######## design 1 ########
Design 1, metal 3:
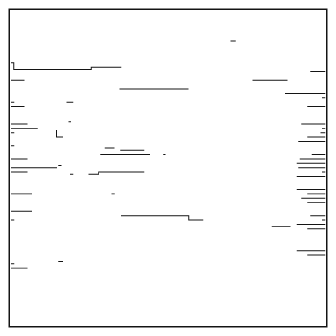

File: config.mk
export PLATFORM = sky130hd
export DESIGN_NAME = regfile_dump_reader_flat
export DESIGN_NICKNAME = d
export VERILOG_FILES = /design/src/rtl/regfile_dump_reader_if.sv /design/src/rtl/regfile_dump_reader.sv /design/src/flat_wrapper.sv
export SDC_FILE = /design/constraint.sdc
export NUM_CORES = 1
export LEC_CHECK = 0
export ABC_CLOCK_PERIOD_IN_PS = 3500
export CORE_MARGIN = 3
export CORE_UTILIZATION = 52
export DETAILED_ROUTE_END_ITERATION = 16
export PLACE_DENSITY = 0.88
export SETUP_SLACK_MARGIN = 0.5
export SYNTH_ARGS = -nofsm -noshare
export SYNTH_HDL_FRONTEND = slang
export SYNTH_SLANG_ARGS = --single-unit
File: constraint.sdc
create_clock -name clk -period 3.5 [get_ports clk]
set_input_delay 0.525 -clock clk [delete_from_list [all_inputs] [get_ports clk]]
set_output_delay 0.525 -clock clk [all_outputs]
set_load 0.01 [all_outputs]
File: src/rtl/regfile_dump_reader_if.sv
// Bus bundle for regfile_dump_reader: register-file read port plus the output word stream.
// The master modport is the dump reader; the slave modport is the register file and sink side.
interface regfile_dump_reader_if #(
  parameter int ADDR_W = 5,
  parameter int DATA_W = 32
);
  logic [ADDR_W-1:0] rf_addr;
  logic [DATA_W-1:0] rf_rdata;
  logic              out_valid;
  logic              out_ready;
  logic [DATA_W-1:0] out_data;
  logic [ADDR_W-1:0] out_idx;
  logic              out_last;

  modport master (
    output rf_addr,
    input  rf_rdata,
    output out_valid,
    input  out_ready,
    output out_data,
    output out_idx,
    output out_last
  );

  modport slave (
    input  rf_addr,
    output rf_rdata,
    input  out_valid,
    output out_ready,
    input  out_data,
    input  out_idx,
    input  out_last
  );
endinterface

File: src/rtl/regfile_dump_reader.sv
// Walks the register file read port from index 0 upward and streams every value out with valid/ready.
// Optional REGDUMP_CHECKSUM_EN appends an XOR-of-all-values word (idx 0) as the final, last-flagged word.
module regfile_dump_reader #(
  parameter int NUM_REGS = 32,
  parameter int ADDR_W   = 5,
  parameter int DATA_W   = 32
) (
  input  logic                  clk,
  input  logic                  rst,
  input  logic                  start,
  output logic                  busy,
  output logic                  done,
  regfile_dump_reader_if.master bus
);

  localparam int CNT_W = ADDR_W + 1;
  localparam logic [CNT_W-1:0] LAST_CNT = CNT_W'(NUM_REGS - 1);

  typedef enum logic [1:0] {IDLE, ISSUE, DRAIN, FINISH} state_t;

  typedef struct packed {
    logic [DATA_W-1:0] data;
    logic [ADDR_W-1:0] idx;
    logic              last;
  } entry_t;

  state_t            state_q;
  logic [CNT_W-1:0]  cnt_q;
  logic [ADDR_W-1:0] rf_addr_q;
  logic [ADDR_W-1:0] fl_idx_q;
  logic              in_flight_q;
  logic              busy_q;
  logic              done_q;
  entry_t            head_q;
  entry_t            tail_q;
  logic [1:0]        occ_q;

  logic              pop;
  logic              issue;
  logic              push;
  logic              drained_next;
  logic              finish_go;
  logic [2:0]        committed;
  logic [1:0]        occ_d;
  entry_t            cap_entry;
  entry_t            push_entry;

`ifdef REGDUMP_CHECKSUM_EN
  logic [DATA_W-1:0] csum_q;
  logic [DATA_W-1:0] csum_d;
  logic              csum_sent_q;
  logic              push_csum;
`else
  localparam logic [ADDR_W-1:0] LAST_IDX = ADDR_W'(NUM_REGS - 1);
`endif

  always_comb begin
    pop = (occ_q != 2'd0) && bus.out_ready;
    // Slots still claimed after this edge; a word issued now lands two edges out, so a pop
    // this cycle already frees room for it and keeps the stream at one word per cycle.
    committed    = {1'b0, occ_q} + {2'b00, in_flight_q} - {2'b00, pop};
    issue        = (state_q == ISSUE) && (committed < 3'd2);
    drained_next = !in_flight_q && ((occ_q == 2'd0) || ((occ_q == 2'd1) && pop));

    cap_entry.data = bus.rf_rdata;
    cap_entry.idx  = fl_idx_q;
`ifdef REGDUMP_CHECKSUM_EN
    cap_entry.last = 1'b0;
    csum_d     = (pop && !csum_sent_q) ? (csum_q ^ head_q.data) : csum_q;
    push_csum  = (state_q == DRAIN) && drained_next && !csum_sent_q;
    finish_go  = (state_q == DRAIN) && drained_next && csum_sent_q;
    push       = in_flight_q || push_csum;
    push_entry = in_flight_q ? cap_entry : '{data: csum_d, idx: '0, last: 1'b1};
`else
    cap_entry.last = (fl_idx_q == LAST_IDX);
    finish_go  = (state_q == DRAIN) && drained_next;
    push       = in_flight_q;
    push_entry = cap_entry;
`endif
    occ_d = occ_q + {1'b0, push} - {1'b0, pop};
  end

  always_ff @(posedge clk or posedge rst) begin
    if (rst) begin
      state_q     <= IDLE;
      cnt_q       <= '0;
      rf_addr_q   <= '0;
      fl_idx_q    <= '0;
      in_flight_q <= 1'b0;
      busy_q      <= 1'b0;
      done_q      <= 1'b0;
      head_q      <= '0;
      tail_q      <= '0;
      occ_q       <= 2'd0;
`ifdef REGDUMP_CHECKSUM_EN
      csum_q      <= '0;
      csum_sent_q <= 1'b0;
`endif
    end else begin
      case (state_q)
        IDLE: begin
          if (start) begin
            state_q <= ISSUE;
            cnt_q   <= '0;
            busy_q  <= 1'b1;
          end
        end
        ISSUE: begin
          if (issue) begin
            cnt_q <= cnt_q + CNT_W'(1);
            if (cnt_q == LAST_CNT) state_q <= DRAIN;
          end
        end
        DRAIN: begin
          if (finish_go) begin
            state_q <= FINISH;
            done_q  <= 1'b1;
          end
        end
        FINISH: begin
          state_q <= IDLE;
          done_q  <= 1'b0;
          busy_q  <= 1'b0;
        end
        default: state_q <= IDLE;
      endcase

      in_flight_q <= issue;
      if (issue) begin
        rf_addr_q <= cnt_q[ADDR_W-1:0];
        fl_idx_q  <= cnt_q[ADDR_W-1:0];
      end

      // Two-entry FIFO; head_q always feeds the outputs directly.
      case ({push, pop})
        2'b10: begin
          if (occ_q == 2'd0) head_q <= push_entry;
          else               tail_q <= push_entry;
        end
        2'b01: head_q <= tail_q;
        2'b11: begin
          if (occ_q == 2'd1) begin
            head_q <= push_entry;
          end else begin
            head_q <= tail_q;
            tail_q <= push_entry;
          end
        end
        default: ;
      endcase
      occ_q <= occ_d;

`ifdef REGDUMP_CHECKSUM_EN
      if (state_q == IDLE && start) begin
        csum_q      <= '0;
        csum_sent_q <= 1'b0;
      end else begin
        csum_q <= csum_d;
        if (push_csum) csum_sent_q <= 1'b1;
      end
`endif
    end
  end

  // Not issuing: hold the last issued address.
  assign bus.rf_addr   = issue ? cnt_q[ADDR_W-1:0] : rf_addr_q;
  assign bus.out_valid = (occ_q != 2'd0);
  assign bus.out_data  = head_q.data;
  assign bus.out_idx   = head_q.idx;
  assign bus.out_last  = head_q.last;
  assign busy          = busy_q;
  assign done          = done_q;

endmodule

File: src/flat_wrapper.sv
// flat-port wrapper written by rule: the top's interface ports become plain ports
module regfile_dump_reader_flat 
#(
  parameter int NUM_REGS = 32,
  parameter int ADDR_W   = 5,
  parameter int DATA_W   = 32
)
  (clk, rst, start, busy, done, bus_rf_addr, bus_rf_rdata, bus_out_valid, bus_out_ready, bus_out_data, bus_out_idx, bus_out_last);
  regfile_dump_reader_if #(.ADDR_W(ADDR_W), .DATA_W(DATA_W)) bus_i ();
  input  logic clk;
  input  logic rst;
  input  logic start;
  output logic busy;
  output logic done;
  output wire logic [$bits(bus_i.rf_addr)-1:0] bus_rf_addr;
  input wire logic [$bits(bus_i.rf_rdata)-1:0] bus_rf_rdata;
  output wire logic [$bits(bus_i.out_valid)-1:0] bus_out_valid;
  input wire logic [$bits(bus_i.out_ready)-1:0] bus_out_ready;
  output wire logic [$bits(bus_i.out_data)-1:0] bus_out_data;
  output wire logic [$bits(bus_i.out_idx)-1:0] bus_out_idx;
  output wire logic [$bits(bus_i.out_last)-1:0] bus_out_last;
  assign bus_rf_addr = bus_i.rf_addr;
  assign bus_i.rf_rdata = bus_rf_rdata;
  assign bus_out_valid = bus_i.out_valid;
  assign bus_i.out_ready = bus_out_ready;
  assign bus_out_data = bus_i.out_data;
  assign bus_out_idx = bus_i.out_idx;
  assign bus_out_last = bus_i.out_last;
  regfile_dump_reader #(.NUM_REGS(NUM_REGS), .ADDR_W(ADDR_W), .DATA_W(DATA_W)) u_core (.clk(clk), .rst(rst), .start(start), .busy(busy), .done(done), .bus(bus_i));
endmodule
######## design 2 ########
`config.mk`:
```
export PLATFORM = sky130hd
export DESIGN_NAME = ima_adpcm_dec
export DESIGN_NICKNAME = d
export VERILOG_FILES = /design/src/rtl/ima_adpcm_dec.sv
export SDC_FILE = /design/constraint.sdc
export NUM_CORES = 1
export LEC_CHECK = 0
export ABC_CLOCK_PERIOD_IN_PS = 5100
export CAP_MARGIN = 20
export CORE_UTILIZATION = 60
export DETAILED_ROUTE_END_ITERATION = 6
export GPL_TIMING_DRIVEN = 0
export PLACE_DENSITY = 0.8
export SKIP_CTS_REPAIR_TIMING = 1
export SLEW_MARGIN = 0
export SYNTH_ARGS = -nofsm -noshare
export SYNTH_HDL_FRONTEND = slang
export SYNTH_SLANG_ARGS = --single-unit
```
`constraint.sdc`:
```
create_clock -name clock -period 5.1 [get_ports clock]
set_input_delay 0.51 -clock clock [delete_from_list [all_inputs] [get_ports clock]]
set_output_delay 0.51 -clock clock [all_outputs]
set_load 0.01 [all_outputs]
```
`src/rtl/ima_adpcm_dec.sv`:
```
// IMA ADPCM decoder: 4-bit codes in, 16-bit PCM out, bit-exact with the encoder's predictor.
// Optional block-header init ports are enabled with `define ADPCM_DEC_INIT_EN.
module ima_adpcm_dec (
  input  logic        clock,
  input  logic        reset,
  input  logic [3:0]  inPCM,
  input  logic        inValid,
  output logic        inReady,
`ifdef ADPCM_DEC_INIT_EN
  input  logic        initValid,
  input  logic [15:0] initSamp,
  input  logic [6:0]  initIndex,
`endif
  output logic [15:0] outSamp,
  output logic        outValid,
  output logic [15:0] outPredictSamp,
  output logic [6:0]  outStepIndex
);

  typedef enum logic [2:0] {
    DEC_IDLE = 3'd0,
    DEC_BIT2 = 3'd1,
    DEC_BIT1 = 3'd2,
    DEC_BIT0 = 3'd3,
    DEC_DONE = 3'd4
  } dec_state_t;

  dec_state_t         r_state;
  logic               r_in_ready;
  logic               r_out_valid;
  logic [3:0]         r_code;
  logic signed [18:0] r_pred;
  logic [18:0]        r_dequant;
  logic [6:0]         r_step_index;
  logic [14:0]        r_step_size;

  logic signed [20:0] w_pre_sum;
  logic signed [18:0] w_pred_next;
  logic [6:0]         w_index_next;

  function automatic logic [14:0] step_lut(input logic [6:0] idx);
    case (idx)
      7'd0:  step_lut = 15'd7;     7'd1:  step_lut = 15'd8;     7'd2:  step_lut = 15'd9;     7'd3:  step_lut = 15'd10;
      7'd4:  step_lut = 15'd11;    7'd5:  step_lut = 15'd12;    7'd6:  step_lut = 15'd13;    7'd7:  step_lut = 15'd14;
      7'd8:  step_lut = 15'd16;    7'd9:  step_lut = 15'd17;    7'd10: step_lut = 15'd19;    7'd11: step_lut = 15'd21;
      7'd12: step_lut = 15'd23;    7'd13: step_lut = 15'd25;    7'd14: step_lut = 15'd28;    7'd15: step_lut = 15'd31;
      7'd16: step_lut = 15'd34;    7'd17: step_lut = 15'd37;    7'd18: step_lut = 15'd41;    7'd19: step_lut = 15'd45;
      7'd20: step_lut = 15'd50;    7'd21: step_lut = 15'd55;    7'd22: step_lut = 15'd60;    7'd23: step_lut = 15'd66;
      7'd24: step_lut = 15'd73;    7'd25: step_lut = 15'd80;    7'd26: step_lut = 15'd88;    7'd27: step_lut = 15'd97;
      7'd28: step_lut = 15'd107;   7'd29: step_lut = 15'd118;   7'd30: step_lut = 15'd130;   7'd31: step_lut = 15'd143;
      7'd32: step_lut = 15'd157;   7'd33: step_lut = 15'd173;   7'd34: step_lut = 15'd190;   7'd35: step_lut = 15'd209;
      7'd36: step_lut = 15'd230;   7'd37: step_lut = 15'd253;   7'd38: step_lut = 15'd279;   7'd39: step_lut = 15'd307;
      7'd40: step_lut = 15'd337;   7'd41: step_lut = 15'd371;   7'd42: step_lut = 15'd408;   7'd43: step_lut = 15'd449;
      7'd44: step_lut = 15'd494;   7'd45: step_lut = 15'd544;   7'd46: step_lut = 15'd598;   7'd47: step_lut = 15'd658;
      7'd48: step_lut = 15'd724;   7'd49: step_lut = 15'd796;   7'd50: step_lut = 15'd876;   7'd51: step_lut = 15'd963;
      7'd52: step_lut = 15'd1060;  7'd53: step_lut = 15'd1166;  7'd54: step_lut = 15'd1282;  7'd55: step_lut = 15'd1411;
      7'd56: step_lut = 15'd1552;  7'd57: step_lut = 15'd1707;  7'd58: step_lut = 15'd1878;  7'd59: step_lut = 15'd2066;
      7'd60: step_lut = 15'd2272;  7'd61: step_lut = 15'd2499;  7'd62: step_lut = 15'd2749;  7'd63: step_lut = 15'd3024;
      7'd64: step_lut = 15'd3327;  7'd65: step_lut = 15'd3660;  7'd66: step_lut = 15'd4026;  7'd67: step_lut = 15'd4428;
      7'd68: step_lut = 15'd4871;  7'd69: step_lut = 15'd5358;  7'd70: step_lut = 15'd5894;  7'd71: step_lut = 15'd6484;
      7'd72: step_lut = 15'd7132;  7'd73: step_lut = 15'd7845;  7'd74: step_lut = 15'd8630;  7'd75: step_lut = 15'd9493;
      7'd76: step_lut = 15'd10442; 7'd77: step_lut = 15'd11487; 7'd78: step_lut = 15'd12635; 7'd79: step_lut = 15'd13899;
      7'd80: step_lut = 15'd15289; 7'd81: step_lut = 15'd16818; 7'd82: step_lut = 15'd18500; 7'd83: step_lut = 15'd20350;
      7'd84: step_lut = 15'd22385; 7'd85: step_lut = 15'd24623; 7'd86: step_lut = 15'd27086; 7'd87: step_lut = 15'd29794;
      default: step_lut = 15'd32767;
    endcase
  endfunction

  function automatic logic signed [18:0] sat_pred(input logic signed [20:0] pre);
    if (pre < -21'sd262144)
      sat_pred = 19'sh40000;
    else if (pre > 21'sd262143)
      sat_pred = 19'sh3FFFF;
    else
      sat_pred = pre[18:0];
  endfunction

  // Drops the 3 fraction bits with round-half-up, never wrapping positive full scale.
  function automatic logic [15:0] round_out(input logic [16:0] p_hi);
    if (p_hi[16:1] == 16'h7FFF)
      round_out = 16'h7FFF;
    else
      round_out = p_hi[16:1] + {15'd0, p_hi[0]};
  endfunction

  function automatic logic [6:0] next_index(input logic [6:0] idx, input logic [2:0] mag);
    logic signed [7:0] s;
    logic signed [7:0] delta;
    case (mag)
      3'd4:    delta = 8'sd2;
      3'd5:    delta = 8'sd4;
      3'd6:    delta = 8'sd6;
      3'd7:    delta = 8'sd8;
      default: delta = -8'sd1;
    endcase
    s = $signed({1'b0, idx}) + delta;
    if (s < 8'sd0)
      next_index = 7'd0;
    else if (s > 8'sd88)
      next_index = 7'd88;
    else
      next_index = s[6:0];
  endfunction

  // Sum carried 21 bits wide: sign-extended predictor plus up to 15*32767 never overflows.
  assign w_pre_sum    = r_code[3] ? (21'(r_pred) - $signed({2'b00, r_dequant}))
                                  : (21'(r_pred) + $signed({2'b00, r_dequant}));
  assign w_pred_next  = sat_pred(w_pre_sum);
  assign w_index_next = next_index(r_step_index, r_code[2:0]);

  always_ff @(posedge clock) begin
    r_step_size <= step_lut(r_step_index);
  end

  always_ff @(posedge clock) begin
    if (reset) begin
      r_state      <= DEC_IDLE;
      r_in_ready   <= 1'b0;
      r_out_valid  <= 1'b0;
      r_code       <= 4'd0;
      r_pred       <= 19'sd0;
      r_dequant    <= 19'd0;
      r_step_index <= 7'd0;
    end else begin
      r_out_valid <= 1'b0;
      case (r_state)
        DEC_IDLE: begin
`ifdef ADPCM_DEC_INIT_EN
          if (initValid && r_in_ready) begin
            r_pred       <= $signed({initSamp, 3'b000});
            r_step_index <= (initIndex > 7'd88) ? 7'd88 : initIndex;
            r_in_ready   <= 1'b1;
          end else
`endif
          if (inValid && r_in_ready) begin
            r_code     <= inPCM;
            r_in_ready <= 1'b0;
            r_state    <= DEC_BIT2;
          end else begin
            r_in_ready <= 1'b1;
          end
        end
        DEC_BIT2: begin
          r_dequant <= {4'd0, r_step_size} + (r_code[2] ? {1'b0, r_step_size, 3'b000} : 19'd0);
          r_state   <= DEC_BIT1;
        end
        DEC_BIT1: begin
          if (r_code[1])
            r_dequant <= r_dequant + {2'b00, r_step_size, 2'b00};
          r_state <= DEC_BIT0;
        end
        DEC_BIT0: begin
          if (r_code[0])
            r_dequant <= r_dequant + {3'b000, r_step_size, 1'b0};
          r_state <= DEC_DONE;
        end
        DEC_DONE: begin
          r_pred       <= w_pred_next;
          r_step_index <= w_index_next;
          r_out_valid  <= 1'b1;
          r_in_ready   <= 1'b1;
          r_state      <= DEC_IDLE;
        end
        default: r_state <= DEC_IDLE;
      endcase
    end
  end

  assign inReady        = r_in_ready;
  assign outValid       = r_out_valid;
  assign outSamp        = round_out(r_pred[18:2]);
  assign outPredictSamp = outSamp;
  assign outStepIndex   = r_step_index;

endmodule

```
######## design 3 ########
--- src/rtl/rr_mux_2powern.sv ---
// Round-robin collector: 2**MUX_SEL request/data sources merged onto one registered valid/ready output.
// Latency: one cycle from a winning request to o_valid/o_gnt; back-to-back words with no bubble.
// Backpressure: while o_valid=1 and i_ready=0 the output word is frozen and all requests wait.
module rr_mux_2powern #(
  parameter int MUX_SEL = 2,
  parameter int DDW     = 16,
  localparam int NS     = 2**MUX_SEL
) (
  input  logic                         clk,
  input  logic                         rst,
  input  logic [NS-1:0]                i_req,
  input  logic [NS-1:0][DDW-1:0]       i_buses,
  input  logic                         i_ready,
  output logic [DDW-1:0]               o_bus,
  output logic                         o_valid,
  output logic [MUX_SEL-1:0]           o_sltr,
  output logic [NS-1:0]                o_gnt
);

  // The output register occupancy is the whole state: IDLE = empty, HOLD = word pending.
  typedef enum logic {
    IDLE = 1'b0,
    HOLD = 1'b1
  } state_t;

  state_t             state;
  logic [MUX_SEL-1:0] ptr;
  logic [MUX_SEL-1:0] win;
  logic [MUX_SEL-1:0] idx;
  logic               found;
  logic               load;
  logic [NS-1:0]      win_onehot;

  assign o_valid = (state == HOLD);

  // A new word may enter when the output is empty or being consumed this cycle.
  assign load = ((state == IDLE) || i_ready) && (|i_req);

  // Rotating priority search starting at ptr; index arithmetic wraps naturally at MUX_SEL bits.
  always_comb begin
    win   = ptr;
    idx   = '0;
    found = 1'b0;
    for (int k = 0; k < NS; k++) begin
      idx = ptr + MUX_SEL'(k);
      if (!found && i_req[idx]) begin
        win   = idx;
        found = 1'b1;
      end
    end
  end

  assign win_onehot = {{(NS-1){1'b0}}, 1'b1} << win;

  // Output register, grant pulse and priority pointer update.
  always_ff @(posedge clk or negedge rst) begin
    if (!rst) begin
      state  <= IDLE;
      ptr    <= '0;
      o_bus  <= '0;
      o_sltr <= '0;
      o_gnt  <= '0;
    end else begin
      o_gnt <= '0;
      case (state)
        IDLE: begin
          if (load) begin
            state  <= HOLD;
            o_bus  <= i_buses[win];
            o_sltr <= win;
            o_gnt  <= win_onehot;
            ptr    <= win + 1'b1;
          end
        end
        HOLD: begin
          if (load) begin
            o_bus  <= i_buses[win];
            o_sltr <= win;
            o_gnt  <= win_onehot;
            ptr    <= win + 1'b1;
          end else if (i_ready) begin
            // Word consumed with nobody waiting: keep last bus/index, just go empty.
            state <= IDLE;
          end
        end
        default: state <= IDLE;
      endcase
    end
  end

endmodule

--- config.mk ---
export PLATFORM = sky130hd
export DESIGN_NAME = rr_mux_2powern
export DESIGN_NICKNAME = d
export VERILOG_FILES = /design/src/rtl/rr_mux_2powern.sv
export SDC_FILE = /design/constraint.sdc
export NUM_CORES = 1
export LEC_CHECK = 0
export CORE_ASPECT_RATIO = 1.75
export CORE_MARGIN = 2
export CORE_UTILIZATION = 34
export CTS_CLUSTER_SIZE = 24
export DETAILED_ROUTE_END_ITERATION = 8
export HOLD_SLACK_MARGIN = 0.03
export PLACE_DENSITY = 0.74
export SYNTH_ARGS = -nofsm -noshare
export SYNTH_HDL_FRONTEND = slang
export SYNTH_SLANG_ARGS = --single-unit
--- constraint.sdc ---
create_clock -name clk -period 2 [get_ports clk]
set_input_delay 0.3 -clock clk [delete_from_list [all_inputs] [get_ports clk]]
set_output_delay 0.3 -clock clk [all_outputs]
set_load 0.005 [all_outputs]
Design 1, wires at chosen ports, followed through buffers:
Scale bar: 20 µm.
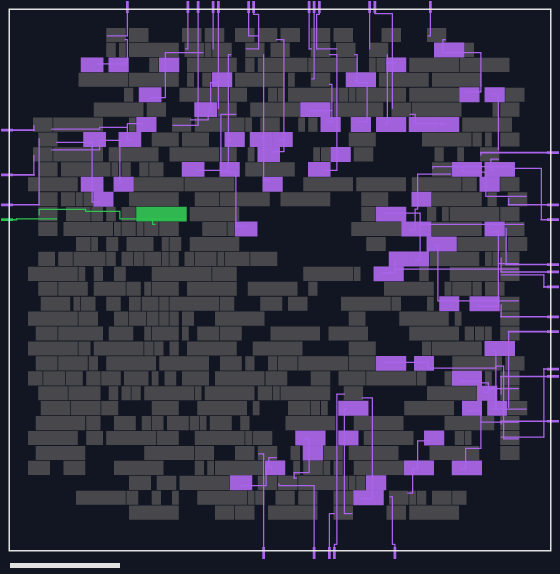
[green] done | bits: 1 | direction: output | edge: left | end cells: 1 | buffers: 1 | wire: 39.1 µm
[purple] bus_rf_rdata | bits: 32 | direction: input | edge: 13 top, 11 right, 5 bottom, 3 left | end cells: 64 | buffers: 32 | wire: 1,060 µm

Notes on 'metal 3' of design 1 above:
main direction: horizontal
longest straight run: 24.1 µm

==> run summary, design 1 <==
Implementation results are summarized by area below.

Global routing
The pin count of the biggest net entering global routing is 53.

Cells and area
More flip-flops sit in one register than any other, and that register is u_core.tail_q. The register with the most flip-flops in the layout has 38 of them. The fraction of area in clock buffers and inverters is 3.74%. The area occupied by registers is 2480 µm². Excluding fillers, the count of instances in the completed layout stands at 551.

Critical path
The capture instance of the worst register-to-register path is u_core.cnt_q[3]. For this design, the slowest cell found on the critical path is fa_2. The worst setup path is launched from a flop. The endpoint class of the critical path is an output port. STA shows the worst reg2reg path with a cell count of 11.

Route
The iteration-0 DRC count of the detailed router is 115. After detailed routing, the number of vias per cell comes to 5.39. The detailed router placed 2,972 vias in this run.

Clock tree
The CTS tree is yes.

Floorplan
The share of the core area taken by cells at floorplan is 53.8%. Across the placement rows, the number of tap cells is 105. The floorplan core area is 8260 µm².

Synthesis
The area recorded from the Yosys report for this design is 4440 µm². The number of different library cells in the post-synthesis netlist is 34.

Final timing
Looking at the max-slew report, the worst-margin pin has a slew of 1.25 ns. The routed design could run at a clock period as short as 3.23 ns.

Placement
Port buffering added 81 buffers. The final RePlAce weighted congestion is 0.801.

Status
The flow ran to the end, and the final reports show no timing, DRC or antenna violations.
==> design 1: where the power goes <==
group	internal, mW	switching [mW]	leakage [nW]	total (mW)
clock network	0.387	0.377	0.105	0.764
registers	1.71	0.349	1.18	2.06
logic	1.50	1.18	1.34	2.68
total	3.60	1.91	2.62	5.51
==> design 1: cell usage after synthesis (all sizes together) <==
cell	count	share of area, %
dfrtp	99	56
mux2	49	14
a21oi	45	5.2
nor2	39	3.3
mux2i	38	8.6
buf	18	3.3
o21ai	12	1.4
nand2	9	0.76
ha	7	2.0
inv	7	0.59
nand3	4	0.45
or3	4	0.56
nor2b	3	0.42
or2	3	0.42
nand2b	2	0.28
a21o	1	0.17
a31oi	1	0.28
a32o	1	0.23
and2	1	0.14
and3b	1	0.20
and4	1	0.20
fa	1	0.45
nand4	1	0.14
nor4b	1	0.20
nor4bb	1	0.23
xnor2	1	0.20
xor2	1	0.37
==> design 1: cell families after synthesis <==
| logic type | synth area share, % |
|---|---|
| flops | 55.8 |
| xor+xnor | 0.564 |
| simple gates | 7.30 |
| buf+inv | 3.86 |
| mux | 22.7 |
| compound gates | 7.36 |
| fa+ha+maj | 2.42 |
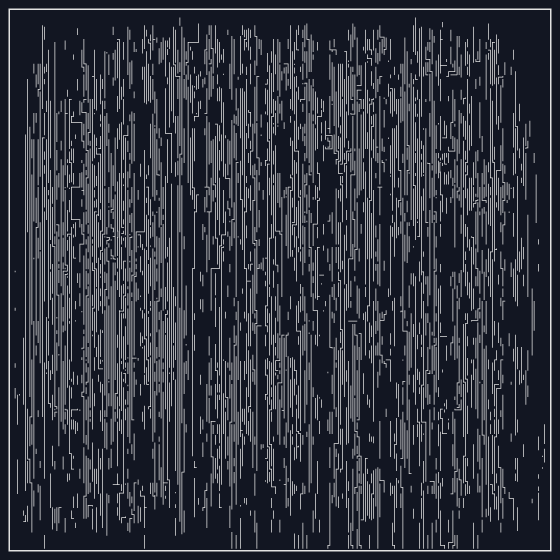
Design 2: signal wires on met2
nets with wire on the layer: 1,067
longest straight run: 78.5 µm
share of all routed wire: 46%
main direction: vertical

==> run summary, design 2 <==
Implementation results are summarized by area below.

Clock tree
Per the CTS log, the buffer count on the longest clock path is 2. The CTS buffer count is 9.

Synthesis
Synthesis instantiated 78 different standard cells from the library. The number of nets handed over by synthesis was 1,215. The mean area per synthesized cell is 7.38 µm².

Route
The highest metal layer with signal wires is met4. The violation tally recorded at the end of detailed-routing iteration 0 is 784.

Placement
The total instance count after detailed placement is 1,340.

Global routing
The overflow left after global routing is 0.

Cells and area
The most used logic cell in the final layout is nand2_1.

Critical path
The standard cell with the maximum stage delay on the critical path is ha_1. The source of the critical timing path is r_dequant[2]. The category of the worst setup path launch point is a flop. The number of gates on the worst path with buffers counted is 18.

Final timing
The maximum clock rate is 0.226 GHz.

Status
The run finished with clean final reports.

Power
The script computed a power per unit cell area of 254 nW/µm².
design 2: sequential cells by signal, summed over array words and instances (netlist names):
register	cells
r_state	3
outStepIndex	7
r_step_size	15
r_code	4
r_pred	19
inReady	1
outValid	1
r_dequant	19
design 2: stage by stage:
stage	area [µm²]	util (%)	setup WS [ns]	total power [mW]	hold slack, ns
after detailed placement	8940	67.2	0.763	1.66	0.450
after CTS	9260	69.6	0.703	2.35	0.464
after floorplan	8240	-	1.37	1.44	0.432
after global routing	9260	69.6	0.290	2.49	0.479
final	9260	69.6	0.666	2.35	0.457
after global placement	8930	67.2	0.859	1.64	0.440
design 2: logic make-up (layout without fill, tap and decap cells):
logic type               after synthesis  in the layout  share of synthesized area, %
AND-OR/OR-AND                        403            403                          32.5
XOR/XNOR                              81             81                          8.70
adder cells (fa/ha/maj)               91             91                          14.3
buffers and inverters                108            170                          5.86
flip-flops                            69             69                          16.8
multiplexers                          12             12                          1.64
AND/OR/NAND/NOR                      353            353                          20.2
design 2: final cells by class:
type	instances	area share (%)
timing repair buffer	47	5.08
inverter	36	1.46
buffer	72	3.76
clock inverter	5	0.905
multi-input combinational	940	68.9
clock buffer	10	2.58
sequential	69	14.9
tap	176	2.38
Design 3, signal wires on met2:
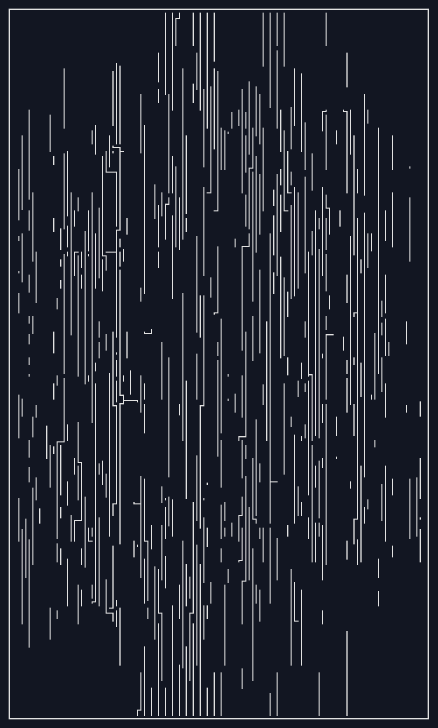
longest straight run: 39.6 µm
share of all routed wire: 52%
wire length on this layer: 2,720 µm
nets with wire on the layer: 301
main direction: vertical

==> run summary, design 3 <==
Implementation results are summarized by area below.

Synthesis
The total standard cell area after synthesis is 1550 µm². Counting every net in the synthesized netlist gives 228. The cell type contributing the most total cell area after synthesis is dfrtp_1. The mean area per synthesized cell is 9.86 µm².

The count of synthesis-stage warnings from yosys is 0.

Power
For this design the ratio of total power to cell area is 954 nW/µm². The part of the power in combinational logic is 59.0%. The leading power group is combinational logic.

Clock tree
The root buffer cell chosen for the clock tree is clkbuf_8. The count of cells resized by post-cts repair is 2. The buffer levels on the longest clock path is 2.

Route
The via count of the routed design is 1,735. The iteration-0 DRC count of the detailed router is 24. The detailed router put a total of 1990 µm of wire on met1. The highest metal layer with signal wires is met4. The amount of wire on met2 after detailed routing is 2720 µm.

Final timing
The clock period could shrink to 1.92 ns. For the pin with the worst max-slew slack, the measured transition is 0.354 ns. The total of endpoints with negative setup slack in the final report is 0.

The part of the cycle the worst path needs is 96.1%.

Critical path
Tracing the worst setup path back leads to its startpoint at ptr[1]. The stage delay of the slowest cell on the critical path is 0.46 ns. The buffering stage count on the worst path with inverters included is 1.

The data arrival time reported for the critical path is 2.09 ns.

Global routing
The via count of the first global-routing pass came to 1,849. Summed over all layers, the global routing overflow is 0.

Floorplan
The region available for standard cell placement spans 4400 µm². In the floorplan report the effective utilization is 35.1%.

Status
The run finished with clean final reports.
## design 3: path summary, 6_finish.rpt
path	to	slack, ns	depth (start not counted)
setup / recovery	o_bus[12]	0.08	6
hold / removal	o_gnt[1]	0.39	2
setup reg to reg	o_bus[12]	0.08	6
hold reg to reg	o_sltr[1]	0.52	1
max in group asynchronous	ptr[1]	1.34	2
min in group clk	o_sltr[1]	0.52	1
## design 3: synthesized netlist by cell type (all sizes together) (2+ instances only)
library cell / number
nor2: 14
nor2b: 4
dfrtp: 25
nor4: 2
nand2: 9
mux2: 11
a21boi: 5
a211oi: 5
nor3b: 2
a2111oi: 5
a21oi: 12
mux2i: 5
nand3: 11
o21ai: 13
a21o: 3
a221o: 11
clkbuf: 4
buf: 7
## design 3: layout make-up
type / instances / area [µm²] / area share (%)
multi-input cells: 120 / 930 / 32.1
clock buffers: 3 / 41.3 / 1.43
flip-flops and latches: 25 / 627 / 21.7
clock inverters: 1 / 7.51 / 0.259
well taps: 51 / 63.8 / 2.20
repair buffers: 122 / 1220 / 42.2
inverters: 1 / 3.75 / 0.130


==> layout pictures side by side <==
The metal 1 layer.
Scale bar: 20 µm.
panel A
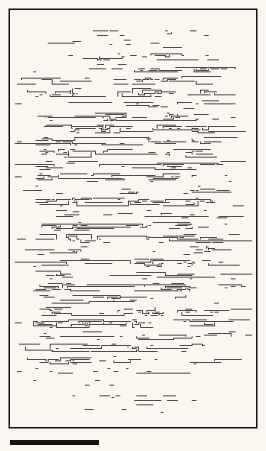
panel B
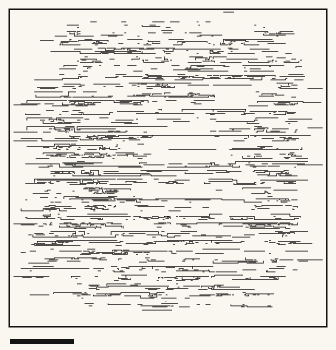
panel C
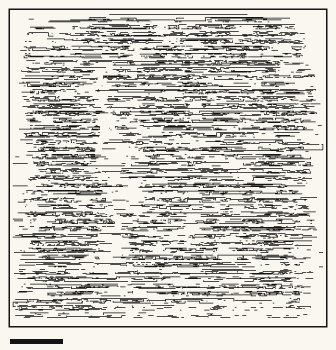
| from | picture |
|---|---|
| design 1 | panel B |
| design 3 | panel A |
| design 2 | panel C |

Key to panel A:
main direction: horizontal
longest straight run: 22.5 µm
share of all routed wire: 38%
wire length on this layer: 1,990 µm
nets with wire on the layer: 278

Power and IR drop assume default switching activity.
